# ---- design 1 ----
`config.mk`:
```
export PLATFORM = sky130hd
export DESIGN_NAME = soi_access_ctrl
export DESIGN_NICKNAME = d
export VERILOG_FILES = /design/src/rtl/soi_access_ctrl.sv
export SDC_FILE = /design/constraint.sdc
export NUM_CORES = 1
export LEC_CHECK = 0
export CORE_MARGIN = 2
export CORE_UTILIZATION = 43
export DETAILED_ROUTE_END_ITERATION = 10
export PLACE_DENSITY = 0.83
export SYNTH_ARGS = -nofsm -noshare
export SYNTH_HDL_FRONTEND = slang
export SYNTH_SLANG_ARGS = --single-unit
```
`constraint.sdc`:
```
create_clock -name clk -period 3.3 [get_ports clk]
set_clock_uncertainty 0.05 [all_clocks]
set_input_delay 0.66 -clock clk [delete_from_list [all_inputs] [get_ports clk]]
set_output_delay 0.66 -clock clk [all_outputs]
set_load 0.01 [all_outputs]
```
`src/rtl/soi_access_ctrl.sv`:
```
// soi_access_ctrl: round-robin arbiter that grants one requester at a time
// coherent access to a shared signal-of-interest register. The register's
// free-running update is frozen around the access, a write override or read
// capture is performed, and the result is returned on a per-requester
// valid/ready response channel.
module soi_access_ctrl #(
   parameter int  N_REQ  = 4,
   parameter int  DATA_W = 8,
   localparam int ID_W   = $clog2(N_REQ)
) (
   input  logic                    clk,
   input  logic                    rst_n,
   input  logic [N_REQ-1:0]        req_valid,
   input  logic [N_REQ-1:0]        req_write,
   input  logic [N_REQ*DATA_W-1:0] req_wdata,
   output logic [N_REQ-1:0]        req_ready,
   output logic [N_REQ-1:0]        rsp_valid,
   input  logic [N_REQ-1:0]        rsp_ready,
   output logic [DATA_W-1:0]       rsp_data,
   input  logic [DATA_W-1:0]       soi_q,
   output logic                    run_en,
   output logic                    soi_we,
   output logic [DATA_W-1:0]       soi_wdata,
   output logic                    busy,
   output logic [ID_W-1:0]         grant_id
);

   typedef enum logic [1:0] {
      IDLE,
      FREEZE,
      ACCESS,
      RESP
   } state_t;

   state_t            state;
   state_t            state_nxt;
   logic [ID_W-1:0]   last_grant;
   logic [ID_W-1:0]   sel;
   logic              sel_found;
   logic              accept;
   logic              rsp_done;
   logic              wr_q;
   logic [DATA_W-1:0] wdata_q;
   logic [DATA_W-1:0] rsp_data_q;
   logic [DATA_W-1:0] soi_wdata_q;

   // Round-robin pick: first requesting index after last_grant, wrapping at N_REQ-1
   always_comb begin
      logic [ID_W-1:0] cand;
      cand      = last_grant;
      sel       = last_grant;
      sel_found = 1'b0;
      for (int k = 0; k < N_REQ; k++) begin
         if (cand == ID_W'(N_REQ - 1)) begin
            cand = '0;
         end else begin
            cand = cand + ID_W'(1);
         end
         if (!sel_found && req_valid[cand]) begin
            sel       = cand;
            sel_found = 1'b1;
         end
      end
   end

   assign accept   = (state == IDLE) && sel_found;
   assign rsp_done = (state == RESP) && rsp_ready[grant_id];

   // State register; reset drops straight back to IDLE, aborting any access
   always_ff @(posedge clk or negedge rst_n) begin
      if (!rst_n) begin
         state <= IDLE;
      end else begin
         state <= state_nxt;
      end
   end

   // Next-state: accept -> freeze -> access -> respond until the requester takes it
   always_comb begin
      state_nxt = state;
      unique case (state)
         IDLE:    if (accept) state_nxt = FREEZE;
         FREEZE:  state_nxt = ACCESS;
         ACCESS:  state_nxt = RESP;
         RESP:    if (rsp_done) state_nxt = IDLE;
         default: state_nxt = IDLE;
      endcase
   end

   // Grant bookkeeping, latched request payload, captured response and last written value
   always_ff @(posedge clk or negedge rst_n) begin
      if (!rst_n) begin
         last_grant  <= ID_W'(N_REQ - 1);
         grant_id    <= '0;
         wr_q        <= 1'b0;
         wdata_q     <= '0;
         rsp_data_q  <= '0;
         soi_wdata_q <= '0;
      end else begin
         if (accept) begin
            grant_id <= sel;
            wr_q     <= req_write[sel];
            wdata_q  <= req_wdata[sel*DATA_W +: DATA_W];
         end
         if (state == ACCESS) begin
            rsp_data_q <= wr_q ? wdata_q : soi_q;
            if (wr_q) begin
               soi_wdata_q <= wdata_q;
            end
         end
         if (rsp_done) begin
            last_grant <= grant_id;
         end
      end
   end

   // Per-state outputs; SOI register free-runs only in IDLE and RESP
   always_comb begin
      req_ready = '0;
      rsp_valid = '0;
      run_en    = 1'b1;
      soi_we    = 1'b0;
      unique case (state)
         IDLE: begin
            if (sel_found) begin
               req_ready[sel] = 1'b1;
            end
         end
         FREEZE: begin
            run_en = 1'b0;
         end
         ACCESS: begin
            run_en = 1'b0;
            soi_we = wr_q;
         end
         RESP: begin
            rsp_valid[grant_id] = 1'b1;
         end
         default: begin
            run_en = 1'b1;
         end
      endcase
   end

   assign busy      = (state != IDLE);
   assign rsp_data  = rsp_data_q;
   assign soi_wdata = soi_we ? wdata_q : soi_wdata_q;

endmodule

```
**Design 1: clock wiring as the flow saved it**

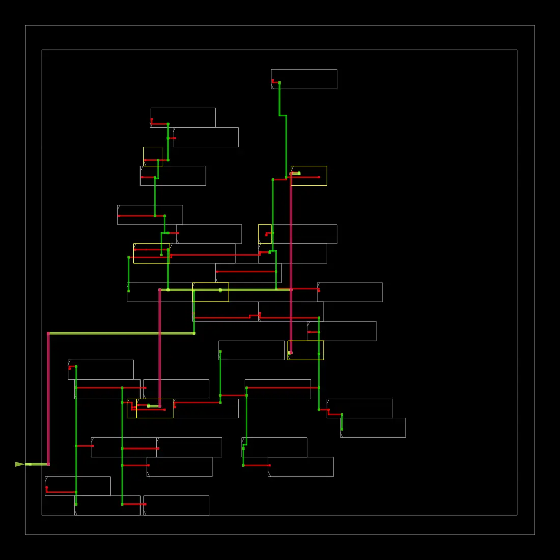
CTS buffer count: 5
Power Clock: 0.000289 W

==> out/metrics.cfg <==
[finish]
fillCellCount = 318
drive_gt1_share_pct = 23.2
fin_nets = 354

[grt]
track_usage_pct = 22.5

[cts]
insertion_delay_ps = 280

[worst_setup_path]
cp.buffers_inverters = 2
critical_path.max_fanout = 6

[route]
route.met2.wl_um = 2840
firstDrtPassIters = 4
post_drt_wl_per_cell_um = 15.7
drc = 0

[placement]
place.gp.congestion = 0.822

[outcome]
status = completed

[job]
warning_count = 30

[pwr]
p_comb_w = 0.00215
peakVddDrop_v = 0.000503

[yosys]
synth_area_per_cell_um2 = 10.5

[Yosys cell counts (3+ instances only)]
cell,number
mux2i_1,30
dfrtp_1,29
nor2_1,17
nand2_1,16
mux2_2,13
a21oi_1,11
o221ai_1,9
inv_1,7
buf_2,5
ha_1,4
o21ai_0,4
buf_6,3
clkbuf_1,3
nand2b_1,3
nor2b_1,3
[cell type report]
cell class                 count  area share, %
sequential                    31           25.3
multi-input combinational    136           34.8
inverter                       7          0.853
tap                           52           2.11
clock buffer                   6           2.36
timing repair buffer         115           34.2
clock inverter                 2          0.406

# ---- design 2 ----
**Design 2: wiring by layer**

(2 px per µm)
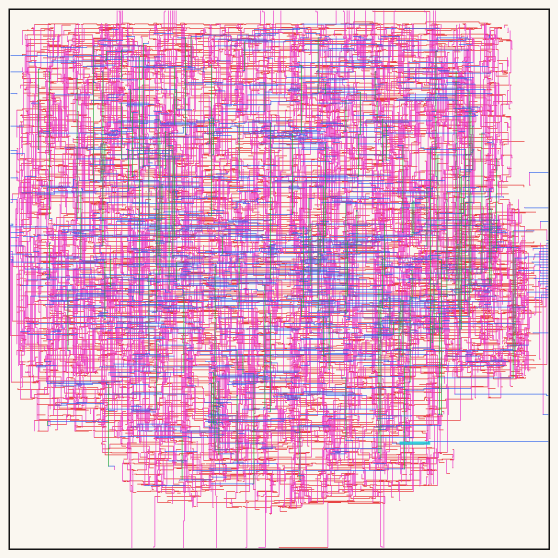
--- config.mk ---
export PLATFORM = sky130hd
export DESIGN_NAME = act_pingpong_buffer_flat
export DESIGN_NICKNAME = d
export VERILOG_FILES = /design/src/rtl/act_buf_pkg.sv /design/src/rtl/act_pingpong_buffer_if.sv /design/src/rtl/act_buf_bank.sv /design/src/rtl/act_pingpong_buffer.sv /design/src/flat_wrapper.sv
export SDC_FILE = /design/constraint.sdc
export NUM_CORES = 1
export LEC_CHECK = 0
export CORE_MARGIN = 3
export CORE_UTILIZATION = 60
export DETAILED_ROUTE_END_ITERATION = 8
export HOLD_SLACK_MARGIN = 0.15
export PLACE_DENSITY = 0.8
export SYNTH_ARGS = -nofsm -noshare
export SYNTH_HDL_FRONTEND = slang
export SYNTH_SLANG_ARGS = --single-unit
--- constraint.sdc ---
create_clock -name clk -period 9.15 [get_ports clk]
set_clock_uncertainty 0.1 [all_clocks]
set_input_delay 1.83 -clock clk [delete_from_list [all_inputs] [get_ports clk]]
set_output_delay 1.83 -clock clk [all_outputs]
set_load 0.02 [all_outputs]
--- src/rtl/act_buf_pkg.sv ---
`default_nettype none
// ============================================================================
// Module   : act_buf_pkg
// Purpose  : Shared types and helpers for the ping-pong activation buffer.
//            Defines the per-bank lifecycle state and small helpers for
//            classifying bank states and locating lanes inside a packed
//            activation vector.
// Ports    : none (package)
// Revision : 1.0 - initial release
// ============================================================================
package act_buf_pkg;

  // Lifecycle of one bank: filled by the writer, handed over, drained by the
  // reader, then recycled.
  typedef enum logic [1:0] {
    BANK_FREE  = 2'd0,
    BANK_FILL  = 2'd1,
    BANK_READY = 2'd2,
    BANK_DRAIN = 2'd3
  } bank_state_e;

  // A bank accepts writes until it has been closed.
  function automatic logic bank_writable(input bank_state_e s);
    return (s == BANK_FREE) || (s == BANK_FILL);
  endfunction

  // A bank presents data once closed and until its last vector is consumed.
  function automatic logic bank_readable(input bank_state_e s);
    return (s == BANK_READY) || (s == BANK_DRAIN);
  endfunction

  // Bit offset of a lane inside a packed vector (lane 0 in the LSBs).
  // Pack:   vec[lane_offset(l, w) +: w] = elem;
  // Unpack: elem = vec[lane_offset(l, w) +: w];
  function automatic int lane_offset(input int lane, input int data_w);
    return lane * data_w;
  endfunction

endpackage
`default_nettype wire

--- src/rtl/act_pingpong_buffer_if.sv ---
`default_nettype none
// ============================================================================
// Module   : act_pingpong_buffer_if
// Purpose  : Write and read handshake bundle of the ping-pong activation
//            buffer.
// Signals  : wr_data/wr_valid/wr_last -> buffer, wr_ready <- buffer
//            rd_data/rd_valid/rd_last <- buffer, rd_ready/rd_hold -> buffer
// Modports : master - the side driving writes and consuming reads
//            slave  - the buffer itself
// Revision : 1.0 - initial release
// ============================================================================
interface act_pingpong_buffer_if #(
  parameter int DATA_W = 8,
  parameter int LANES  = 4
);

  logic [LANES*DATA_W-1:0] wr_data;
  logic                    wr_valid;
  logic                    wr_last;
  logic                    wr_ready;
  logic [LANES*DATA_W-1:0] rd_data;
  logic                    rd_valid;
  logic                    rd_ready;
  logic                    rd_last;
  logic                    rd_hold;

  modport master (
    output wr_data, wr_valid, wr_last, rd_ready, rd_hold,
    input  wr_ready, rd_data, rd_valid, rd_last
  );

  modport slave (
    input  wr_data, wr_valid, wr_last, rd_ready, rd_hold,
    output wr_ready, rd_data, rd_valid, rd_last
  );

endinterface
`default_nettype wire

--- src/rtl/act_buf_bank.sv ---
`default_nettype none
// ============================================================================
// Module   : act_buf_bank
// Purpose  : One bank of the ping-pong activation buffer: DEPTH vectors of
//            storage, write/read pointers, a tile count and the bank FSM
//            FREE -> FILL -> READY -> DRAIN -> FREE.
// Ports    : clk, rst_n          clock, async active-low reset
//            clr                 synchronous clear back to FREE
//            wr_en/wr_close      store wr_data; close the tile on this write
//            rd_en/rd_rewind     consume one vector; on the last vector keep
//                                the tile and rewind instead of freeing
//            state               current bank state
//            rd_valid/rd_last    read-side status, rd_data zero when invalid
//            wr_level/rd_level   vectors written / vectors left to read
// Revision : 1.0 - initial release
// ============================================================================
module act_buf_bank
  import act_buf_pkg::*;
#(
  parameter int DATA_W = 8,
  parameter int LANES  = 4,
  parameter int DEPTH  = 16,
  parameter int CNT_W  = $clog2(DEPTH + 1)
) (
  input  logic                    clk,
  input  logic                    rst_n,
  input  logic                    clr,
  input  logic                    wr_en,
  input  logic                    wr_close,
  input  logic [LANES*DATA_W-1:0] wr_data,
  input  logic                    rd_en,
  input  logic                    rd_rewind,
  output bank_state_e             state,
  output logic                    rd_valid,
  output logic                    rd_last,
  output logic [LANES*DATA_W-1:0] rd_data,
  output logic [CNT_W-1:0]        wr_level,
  output logic [CNT_W-1:0]        rd_level
);

  localparam int               c_vec_w     = LANES * DATA_W;
  localparam int               c_addr_w    = (DEPTH > 1) ? $clog2(DEPTH) : 1;
  localparam logic [CNT_W-1:0] c_one       = CNT_W'(1);
  localparam logic [CNT_W-1:0] c_last_slot = CNT_W'(DEPTH - 1);

  bank_state_e      state_q,  state_d;
  logic [CNT_W-1:0] wr_ptr_q, wr_ptr_d;
  logic [CNT_W-1:0] rd_ptr_q, rd_ptr_d;
  logic [CNT_W-1:0] count_q,  count_d;
  logic [c_vec_w-1:0] mem_q [DEPTH];
  logic [c_vec_w-1:0] mem_d [DEPTH];

  logic rd_at_last;
  logic wr_at_full;

  assign rd_at_last = (rd_ptr_q == (count_q - c_one));
  assign wr_at_full = (wr_ptr_q == c_last_slot);

  // --------------------------------------------------------------------------
  // State register
  // --------------------------------------------------------------------------
  always_ff @(posedge clk or negedge rst_n) begin
    if (!rst_n) begin
      state_q  <= BANK_FREE;
      wr_ptr_q <= '0;
      rd_ptr_q <= '0;
      count_q  <= '0;
    end else begin
      state_q  <= state_d;
      wr_ptr_q <= wr_ptr_d;
      rd_ptr_q <= rd_ptr_d;
      count_q  <= count_d;
    end
  end

  // Storage needs no reset: it is only observed while the bank is readable,
  // and every readable slot has been written first.
  always_ff @(posedge clk) begin
    mem_q <= mem_d;
  end

  // --------------------------------------------------------------------------
  // Next state
  // --------------------------------------------------------------------------
  always_comb begin
    state_d  = state_q;
    wr_ptr_d = wr_ptr_q;
    rd_ptr_d = rd_ptr_q;
    count_d  = count_q;
    mem_d    = mem_q;

    if (clr) begin
      state_d  = BANK_FREE;
      wr_ptr_d = '0;
      rd_ptr_d = '0;
      count_d  = '0;
    end else begin
      case (state_q)
        BANK_FREE, BANK_FILL: begin
          if (wr_en) begin
            mem_d[wr_ptr_q[c_addr_w-1:0]] = wr_data;
            wr_ptr_d = wr_ptr_q + c_one;
            // The DEPTH-th vector closes the tile even without wr_last.
            if (wr_close || wr_at_full) begin
              state_d = BANK_READY;
              count_d = wr_ptr_q + c_one;
            end else begin
              state_d = BANK_FILL;
            end
          end
        end
        BANK_READY, BANK_DRAIN: begin
          if (rd_en) begin
            if (rd_at_last) begin
              rd_ptr_d = '0;
              if (rd_rewind) begin
                // Tile stays resident for replay; count is kept.
                state_d = BANK_READY;
              end else begin
                state_d  = BANK_FREE;
                wr_ptr_d = '0;
                count_d  = '0;
              end
            end else begin
              rd_ptr_d = rd_ptr_q + c_one;
              state_d  = BANK_DRAIN;
            end
          end
        end
        default: state_d = BANK_FREE;
      endcase
    end
  end

  // --------------------------------------------------------------------------
  // Outputs
  // --------------------------------------------------------------------------
  always_comb begin
    state    = state_q;
    rd_valid = bank_readable(state_q);
    rd_last  = rd_valid && rd_at_last;
    rd_data  = rd_valid ? mem_q[rd_ptr_q[c_addr_w-1:0]] : '0;
    wr_level = wr_ptr_q;
    rd_level = count_q - rd_ptr_q;
  end

endmodule
`default_nettype wire

--- src/rtl/act_pingpong_buffer.sv ---
`default_nettype none
// ============================================================================
// Module   : act_pingpong_buffer
// Purpose  : Two-bank ping-pong activation buffer feeding the systolic array
//            input setup. The writer fills bank wr_sel while the reader
//            drains bank ~wr_sel; banks swap once the write bank is closed
//            and the read bank is free. rd_hold on the last read keeps the
//            tile for replay.
// Ports    : clk, rst_n   clock, async active-low reset
//            flush        synchronous clear of both banks
//            bus          write/read handshakes (slave modport)
//            wr_level     vectors in the current write bank
//            rd_level     vectors remaining in the current read bank
//            wr_sel       index of the write bank; read bank is ~wr_sel
// Revision : 1.0 - initial release
// ============================================================================
module act_pingpong_buffer
  import act_buf_pkg::*;
#(
  parameter int DATA_W = 8,
  parameter int LANES  = 4,
  parameter int DEPTH  = 16,
  parameter int CNT_W  = $clog2(DEPTH + 1)
) (
  input  logic                   clk,
  input  logic                   rst_n,
  input  logic                   flush,
  act_pingpong_buffer_if.slave   bus,
  output logic [CNT_W-1:0]       wr_level,
  output logic [CNT_W-1:0]       rd_level,
  output logic                   wr_sel
);

  localparam int c_vec_w = LANES * DATA_W;

  logic wr_sel_q, wr_sel_d;
  logic rd_sel;
  logic wr_ready;
  logic rd_valid;
  logic wr_fire;
  logic rd_fire;
  logic swap;

  bank_state_e        bank_state    [2];
  logic               bank_wr_en    [2];
  logic               bank_rd_en    [2];
  logic               bank_rd_valid [2];
  logic               bank_rd_last  [2];
  logic [c_vec_w-1:0] bank_rd_data  [2];
  logic [CNT_W-1:0]   bank_wr_level [2];
  logic [CNT_W-1:0]   bank_rd_level [2];

  assign rd_sel   = ~wr_sel_q;
  assign wr_ready = bank_writable(bank_state[wr_sel_q]);
  assign rd_valid = bank_rd_valid[rd_sel];
  assign wr_fire  = bus.wr_valid && wr_ready;
  assign rd_fire  = rd_valid && bus.rd_ready;

  // A swap needs the write bank READY, so it can never coincide with a write.
  // A held tile leaves the read bank READY, which blocks the swap.
  assign swap = (bank_state[wr_sel_q] == BANK_READY) &&
                (bank_state[rd_sel]   == BANK_FREE);

  // --------------------------------------------------------------------------
  // Bank select register
  // --------------------------------------------------------------------------
  always_ff @(posedge clk or negedge rst_n) begin
    if (!rst_n) begin
      wr_sel_q <= 1'b0;
    end else begin
      wr_sel_q <= wr_sel_d;
    end
  end

  always_comb begin
    wr_sel_d = wr_sel_q;
    if (flush) begin
      wr_sel_d = 1'b0;
    end else if (swap) begin
      wr_sel_d = ~wr_sel_q;
    end
  end

  // --------------------------------------------------------------------------
  // Banks
  // --------------------------------------------------------------------------
  for (genvar b = 0; b < 2; b++) begin : g_bank
    assign bank_wr_en[b] = wr_fire && (wr_sel_q == 1'(b));
    assign bank_rd_en[b] = rd_fire && (rd_sel   == 1'(b));

    act_buf_bank #(
      .DATA_W (DATA_W),
      .LANES  (LANES),
      .DEPTH  (DEPTH),
      .CNT_W  (CNT_W)
    ) u_bank (
      .clk       (clk),
      .rst_n     (rst_n),
      .clr       (flush),
      .wr_en     (bank_wr_en[b]),
      .wr_close  (bus.wr_last),
      .wr_data   (bus.wr_data),
      .rd_en     (bank_rd_en[b]),
      .rd_rewind (bus.rd_hold),
      .state     (bank_state[b]),
      .rd_valid  (bank_rd_valid[b]),
      .rd_last   (bank_rd_last[b]),
      .rd_data   (bank_rd_data[b]),
      .wr_level  (bank_wr_level[b]),
      .rd_level  (bank_rd_level[b])
    );
  end

  // --------------------------------------------------------------------------
  // Output muxing
  // --------------------------------------------------------------------------
  always_comb begin
    bus.wr_ready = wr_ready;
    bus.rd_valid = rd_valid;
    bus.rd_last  = bank_rd_last[rd_sel];
    bus.rd_data  = bank_rd_data[rd_sel];
    wr_level     = bank_wr_level[wr_sel_q];
    rd_level     = bank_rd_level[rd_sel];
    wr_sel       = wr_sel_q;
  end

endmodule
`default_nettype wire
--- src/flat_wrapper.sv ---
// flat-port wrapper written by rule: the top's interface ports become plain ports
module act_pingpong_buffer_flat import act_buf_pkg::*;
#(
  parameter int DATA_W = 8,
  parameter int LANES  = 4,
  parameter int DEPTH  = 16,
  parameter int CNT_W  = $clog2(DEPTH + 1)
)
  (clk, rst_n, flush, wr_level, rd_level, wr_sel, bus_wr_data, bus_wr_valid, bus_wr_last, bus_rd_ready, bus_rd_hold, bus_wr_ready, bus_rd_data, bus_rd_valid, bus_rd_last);
  act_pingpong_buffer_if #(.DATA_W(DATA_W), .LANES(LANES)) bus_i ();
  input  logic clk;
  input  logic rst_n;
  input  logic flush;
  output logic [CNT_W-1:0] wr_level;
  output logic [CNT_W-1:0] rd_level;
  output logic wr_sel;
  input wire logic [$bits(bus_i.wr_data)-1:0] bus_wr_data;
  input wire logic [$bits(bus_i.wr_valid)-1:0] bus_wr_valid;
  input wire logic [$bits(bus_i.wr_last)-1:0] bus_wr_last;
  input wire logic [$bits(bus_i.rd_ready)-1:0] bus_rd_ready;
  input wire logic [$bits(bus_i.rd_hold)-1:0] bus_rd_hold;
  output wire logic [$bits(bus_i.wr_ready)-1:0] bus_wr_ready;
  output wire logic [$bits(bus_i.rd_data)-1:0] bus_rd_data;
  output wire logic [$bits(bus_i.rd_valid)-1:0] bus_rd_valid;
  output wire logic [$bits(bus_i.rd_last)-1:0] bus_rd_last;
  assign bus_i.wr_data = bus_wr_data;
  assign bus_i.wr_valid = bus_wr_valid;
  assign bus_i.wr_last = bus_wr_last;
  assign bus_i.rd_ready = bus_rd_ready;
  assign bus_i.rd_hold = bus_rd_hold;
  assign bus_wr_ready = bus_i.wr_ready;
  assign bus_rd_data = bus_i.rd_data;
  assign bus_rd_valid = bus_i.rd_valid;
  assign bus_rd_last = bus_i.rd_last;
  act_pingpong_buffer #(.DATA_W(DATA_W), .LANES(LANES), .DEPTH(DEPTH), .CNT_W(CNT_W)) u_core (.clk(clk), .rst_n(rst_n), .flush(flush), .bus(bus_i), .wr_level(wr_level), .rd_level(rd_level), .wr_sel(wr_sel));
endmodule
==> out/metrics.cfg <==
[yosys]
synth.top_cell.area_share_pct = 74.0
ys_cells = 1927
ys_types = 50
mux_area_share_pct = 17.1
edf_count = 1024
ys_sh_aoi_pct = 2.60
synth_area_mm2 = 0.0416
top_logic_kind = multiplexers

[pwr]
power_frac_clock_pct = 41.7
combPwrFrac_pct = 3.5

[worst_setup_path]
timing.rr.end = u_core.g_bank[0].u_bank.mem_q[116]

[min_path]
min_from = u_core.g_bank[1].u_bank.count_q[0]

[placement]
dpl_cell_area_mm2 = 0.0438

[finish]
comb_cells = 735
flops = 1059
inv_count = 27
top_register = u_core.g_bank.u_bank.mem_q
area_dominant_class = registers

[route]
route.met2.wl_um = 52300

[job]
drv_cap = 0

[outcome]
status = completed

[grt]
grt_first_pass_wirelength_um = 155000

[timing]
fin_setup_tns_ps = 0

About 'wiring by layer' of design 2:
colour	layer	wire length
magenta	M2	52.3 mm
green	M4	4,730 µm
red	M1	36.5 mm
cyan	M5	13.8 µm
blue	M3	13,200 µm

==> power groups by stage <==
| stage | sequential [W] | clock (W) | combinational (W) |
|---|---|---|---|
| final | 0.00541 | 0.00412 | 0.000346 |
| after global placement | 0.00550 | 0 | 0.000323 |
| after CTS | 0.00540 | 0.00414 | 0.000341 |
| after global routing | 0.00541 | 0.00432 | 0.000373 |
| after detailed placement | 0.00550 | 0 | 0.000336 |
| after floorplan | 0.00549 | 0 | 0.000175 |
==> critical path, cell delays in order (launching register included) <==
cell and delay, ps:
dfrtp_4 1270, buf_4 880, mux4_2 360, mux2i_1 110, o221ai_1 530, clkdlybuf4s50_1 720

# ---- design 3 ----
**Design 3: wiring by layer**

(6 px per µm)
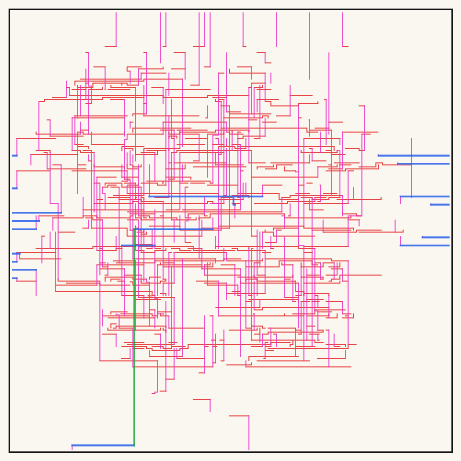
**Design 3: clock wiring as the flow saved it**

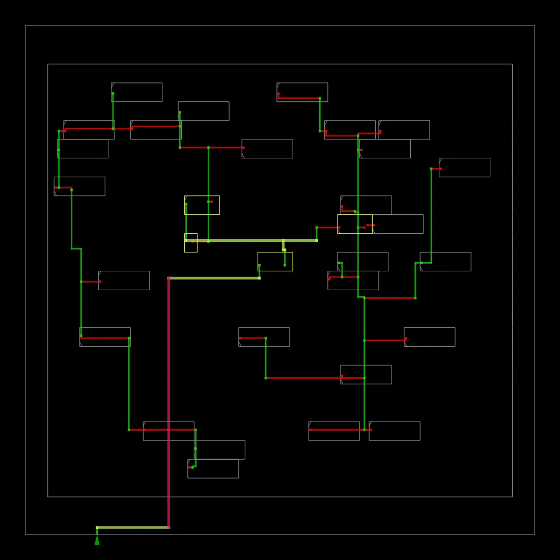
## config.mk

```make
export PLATFORM = sky130hd
export DESIGN_NAME = dec4to16_strobe_flat
export DESIGN_NICKNAME = d
export VERILOG_FILES = /design/src/rtl/dec_strobe_pkg.sv /design/src/rtl/dec4to16_strobe_if.sv /design/src/rtl/dec4to16_comb.sv /design/src/rtl/dec4to16_strobe.sv /design/src/flat_wrapper.sv
export SDC_FILE = /design/constraint.sdc
export NUM_CORES = 1
export LEC_CHECK = 0
export CORE_MARGIN = 3
export CORE_UTILIZATION = 30
export DETAILED_ROUTE_END_ITERATION = 16
export GPL_ROUTABILITY_DRIVEN = 1
export GPL_TIMING_DRIVEN = 0
export SYNTH_ARGS = -nofsm -noshare
export SYNTH_HDL_FRONTEND = slang
export SYNTH_SLANG_ARGS = --single-unit
```

## constraint.sdc

```tcl
create_clock -name clk -period 2.5 [get_ports clk]
set_input_delay 0.25 -clock clk [delete_from_list [all_inputs] [get_ports clk]]
set_output_delay 0.25 -clock clk [all_outputs]
set_load 0.02 [all_outputs]
```

## src/rtl/dec_strobe_pkg.sv

```systemverilog
// Shared types and widths for the 4-to-16 strobe decoder
// and the matching 16-to-4 encoder.
package dec_strobe_pkg;

    localparam int CODE_W = 4;
    localparam int OUT_W  = 16;
    localparam int CNT_W  = 8;

    typedef enum logic [1:0] {
        IDLE   = 2'd0,
        ACTIVE = 2'd1,
        GAP    = 2'd2
    } state_e;

endpackage

```

## src/rtl/dec4to16_strobe_if.sv

```systemverilog
// Code-in handshake: the source holds valid/code until
// it sees ready in the same cycle.
interface dec4to16_strobe_if;
    import dec_strobe_pkg::*;

    logic              in_valid;
    logic              in_ready;
    logic [CODE_W-1:0] binary_in;

    modport master (
        output in_valid,
        output binary_in,
        input  in_ready
    );

    modport slave (
        input  in_valid,
        input  binary_in,
        output in_ready
    );

endinterface

```

## src/rtl/dec4to16_comb.sv

```systemverilog
// Combinational 4-bit to one-hot decoder; all-zero
// output while en is low.
module dec4to16_comb
    import dec_strobe_pkg::*;
(
    input  logic              en,
    input  logic [CODE_W-1:0] code,
    output logic [OUT_W-1:0]  onehot
);

    always_comb begin
        onehot = '0;
        if (en) begin
            onehot[code] = 1'b1;
        end
    end

endmodule

```

## src/rtl/dec4to16_strobe.sv

```systemverilog
// Registered one-hot strobe generator: PULSE_LEN cycles
// of the decoded line, then GAP_LEN zero cycles.
module dec4to16_strobe
    import dec_strobe_pkg::*;
#(
    parameter int PULSE_LEN = 4,
    parameter int GAP_LEN   = 1
) (
    input  logic                 clk,
    input  logic                 reset,
    input  logic                 enable,
    dec4to16_strobe_if.slave     in_if,
    output logic [OUT_W-1:0]     decoder_out,
    output logic                 busy,
    output logic                 done
);

    if (PULSE_LEN < 1 || PULSE_LEN > 255) begin : g_bad_pulse
        $error("PULSE_LEN must be in 1..255");
    end
    if (GAP_LEN < 0 || GAP_LEN > 255) begin : g_bad_gap
        $error("GAP_LEN must be in 0..255");
    end

    localparam logic [CNT_W-1:0] PULSE_LOAD = CNT_W'(PULSE_LEN - 1);
    localparam logic [CNT_W-1:0] GAP_LOAD   =
        (GAP_LEN > 0) ? CNT_W'(GAP_LEN - 1) : '0;

    state_e            state_q, state_d;
    logic [CNT_W-1:0]  cnt_q, cnt_d;
    logic [OUT_W-1:0]  out_q, out_d;
    logic              done_q, done_d;
    logic              accept;
    logic [OUT_W-1:0]  onehot;

    assign in_if.in_ready = (state_q == IDLE) && enable && !reset;
    assign accept         = in_if.in_valid && in_if.in_ready;

    dec4to16_comb u_dec (
        .en     (accept),
        .code   (in_if.binary_in),
        .onehot (onehot)
    );

    always_comb begin
        state_d = state_q;
        cnt_d   = cnt_q;
        out_d   = out_q;
        done_d  = 1'b0;
        unique case (state_q)
            IDLE: begin
                if (accept) begin
                    out_d   = onehot;
                    state_d = ACTIVE;
                    cnt_d   = PULSE_LOAD;
                end
            end
            ACTIVE: begin
                // Abort takes priority over a completing strobe.
                if (!enable) begin
                    out_d   = '0;
                    state_d = IDLE;
                    cnt_d   = '0;
                end else if (cnt_q == '0) begin
                    out_d  = '0;
                    done_d = 1'b1;
                    if (GAP_LEN > 0) begin
                        state_d = GAP;
                        cnt_d   = GAP_LOAD;
                    end else begin
                        state_d = IDLE;
                    end
                end else begin
                    cnt_d = cnt_q - 1'b1;
                end
            end
            GAP: begin
                out_d = '0;
                if (!enable) begin
                    state_d = IDLE;
                    cnt_d   = '0;
                end else if (cnt_q == '0) begin
                    state_d = IDLE;
                end else begin
                    cnt_d = cnt_q - 1'b1;
                end
            end
            default: begin
                out_d   = '0;
                state_d = IDLE;
                cnt_d   = '0;
            end
        endcase
    end

    always_ff @(posedge clk) begin
        if (reset) begin
            state_q <= IDLE;
            cnt_q   <= '0;
            out_q   <= '0;
            done_q  <= 1'b0;
        end else begin
            state_q <= state_d;
            cnt_q   <= cnt_d;
            out_q   <= out_d;
            done_q  <= done_d;
        end
    end

    assign decoder_out = out_q;
    assign done        = done_q;
    assign busy        = (state_q != IDLE);

endmodule

```

## src/flat_wrapper.sv

```systemverilog
// flat-port wrapper written by rule: the top's interface ports become plain ports
module dec4to16_strobe_flat import dec_strobe_pkg::*;
#(
    parameter int PULSE_LEN = 4,
    parameter int GAP_LEN   = 1
)
  (clk, reset, enable, decoder_out, busy, done, in_if_in_valid, in_if_binary_in, in_if_in_ready);
  dec4to16_strobe_if in_if_i ();
  input  logic clk;
  input  logic reset;
  input  logic enable;
  output logic [OUT_W-1:0] decoder_out;
  output logic busy;
  output logic done;
  input wire logic [$bits(in_if_i.in_valid)-1:0] in_if_in_valid;
  input wire logic [$bits(in_if_i.binary_in)-1:0] in_if_binary_in;
  output wire logic [$bits(in_if_i.in_ready)-1:0] in_if_in_ready;
  assign in_if_i.in_valid = in_if_in_valid;
  assign in_if_i.binary_in = in_if_binary_in;
  assign in_if_in_ready = in_if_i.in_ready;
  dec4to16_strobe #(.PULSE_LEN(PULSE_LEN), .GAP_LEN(GAP_LEN)) u_core (.clk(clk), .reset(reset), .enable(enable), .in_if(in_if_i), .decoder_out(decoder_out), .busy(busy), .done(done));
endmodule
```

==> out/metrics.cfg <==
[floorplan]
tap-cell-count = 50

[outcome]
status = completed

[worst_setup_path]
critical_path.max_fanout = 10
reg2reg_depth = 7
worstPathRequired_ps = 2710
cp.buffers_inverters = 2
cp_slowest_cell = or4_1

[grt]
grt_pass1_vias = 1238
antenna_found_initial = 0

[route]
route.met2.wl_um = 1500
vias = 1323

[timing]
worst_slew_pin_slew_ps = 649
fin_setup_tns_ps = 0

[placement]
place.gp.congestion = 0.818

[cts]
cts_tree = yes

[job]
warning_count = 27

[yosys]
yosysTopAreaCell = dfxtp_1

[finish]
comb_cells = 121

About 'wiring by layer' of design 3:
colour	layer	wire length
blue	M3	117 µm
magenta	M2	1,500 µm
green	M4	36.0 µm
red	M1	1,850 µm

About 'clock wiring as the flow saved it' of design 3:
Clock Sinks: 27
CTS buffer count: 3
clock skew: 4.44 ps
Seq cells: 27
Power Clock: 0.000250 W

## flip-flops by register name, summed over array words and instances, names as in the netlist
name	cells
u_core.decoder_out	16
u_core.cnt_q	8
u_core.state_q	2
u_core.done	1
## logic make-up (layout without fill, tap and decap cells)
kind of cell,Yosys count,in the layout
AND/OR/NAND/NOR,60,60
flip-flops,27,27
AND-OR/OR-AND,59,59
buffers and inverters,16,46
adder cells (fa/ha/maj),2,2
## where the power goes
group / internal, W / leakage (nW) / switching (W)
Combinational: 0.0000782 / 0.326 / 0.000114
Sequential: 0.000445 / 0.219 / 0.0000162
Clock: 0.000112 / 0.0255 / 0.000138


==> gallery <==
Placement density heat map.
image #1
(1.5 px per µm) The die is cut into 27 by 27 equal tiles; white is low, dark blue is high, 0 to 100% covered.
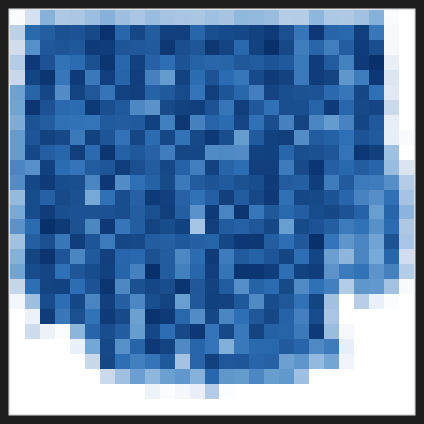
image #2
(4 px per µm) The die is cut into 7 by 7 equal tiles; white is low, dark blue is high, 0 to 100% covered.
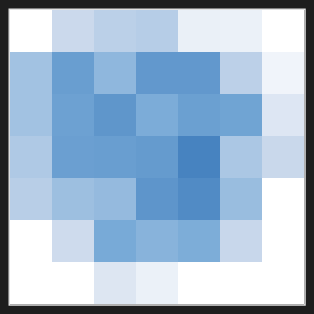
image #3
(4 px per µm) The die is cut into 7 by 7 equal tiles; white is low, dark blue is high, 0 to 100% covered.
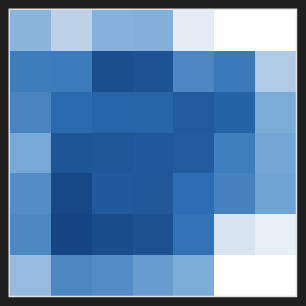
design 1 -> image #3
design 3 -> image #2
design 2 -> image #1

Key to image #2:
mean over tiles	31%
nearly empty tiles	20%
densest ninth of the die	centre

Power figures rest on the tool's default switching activity, not on a simulated workload.
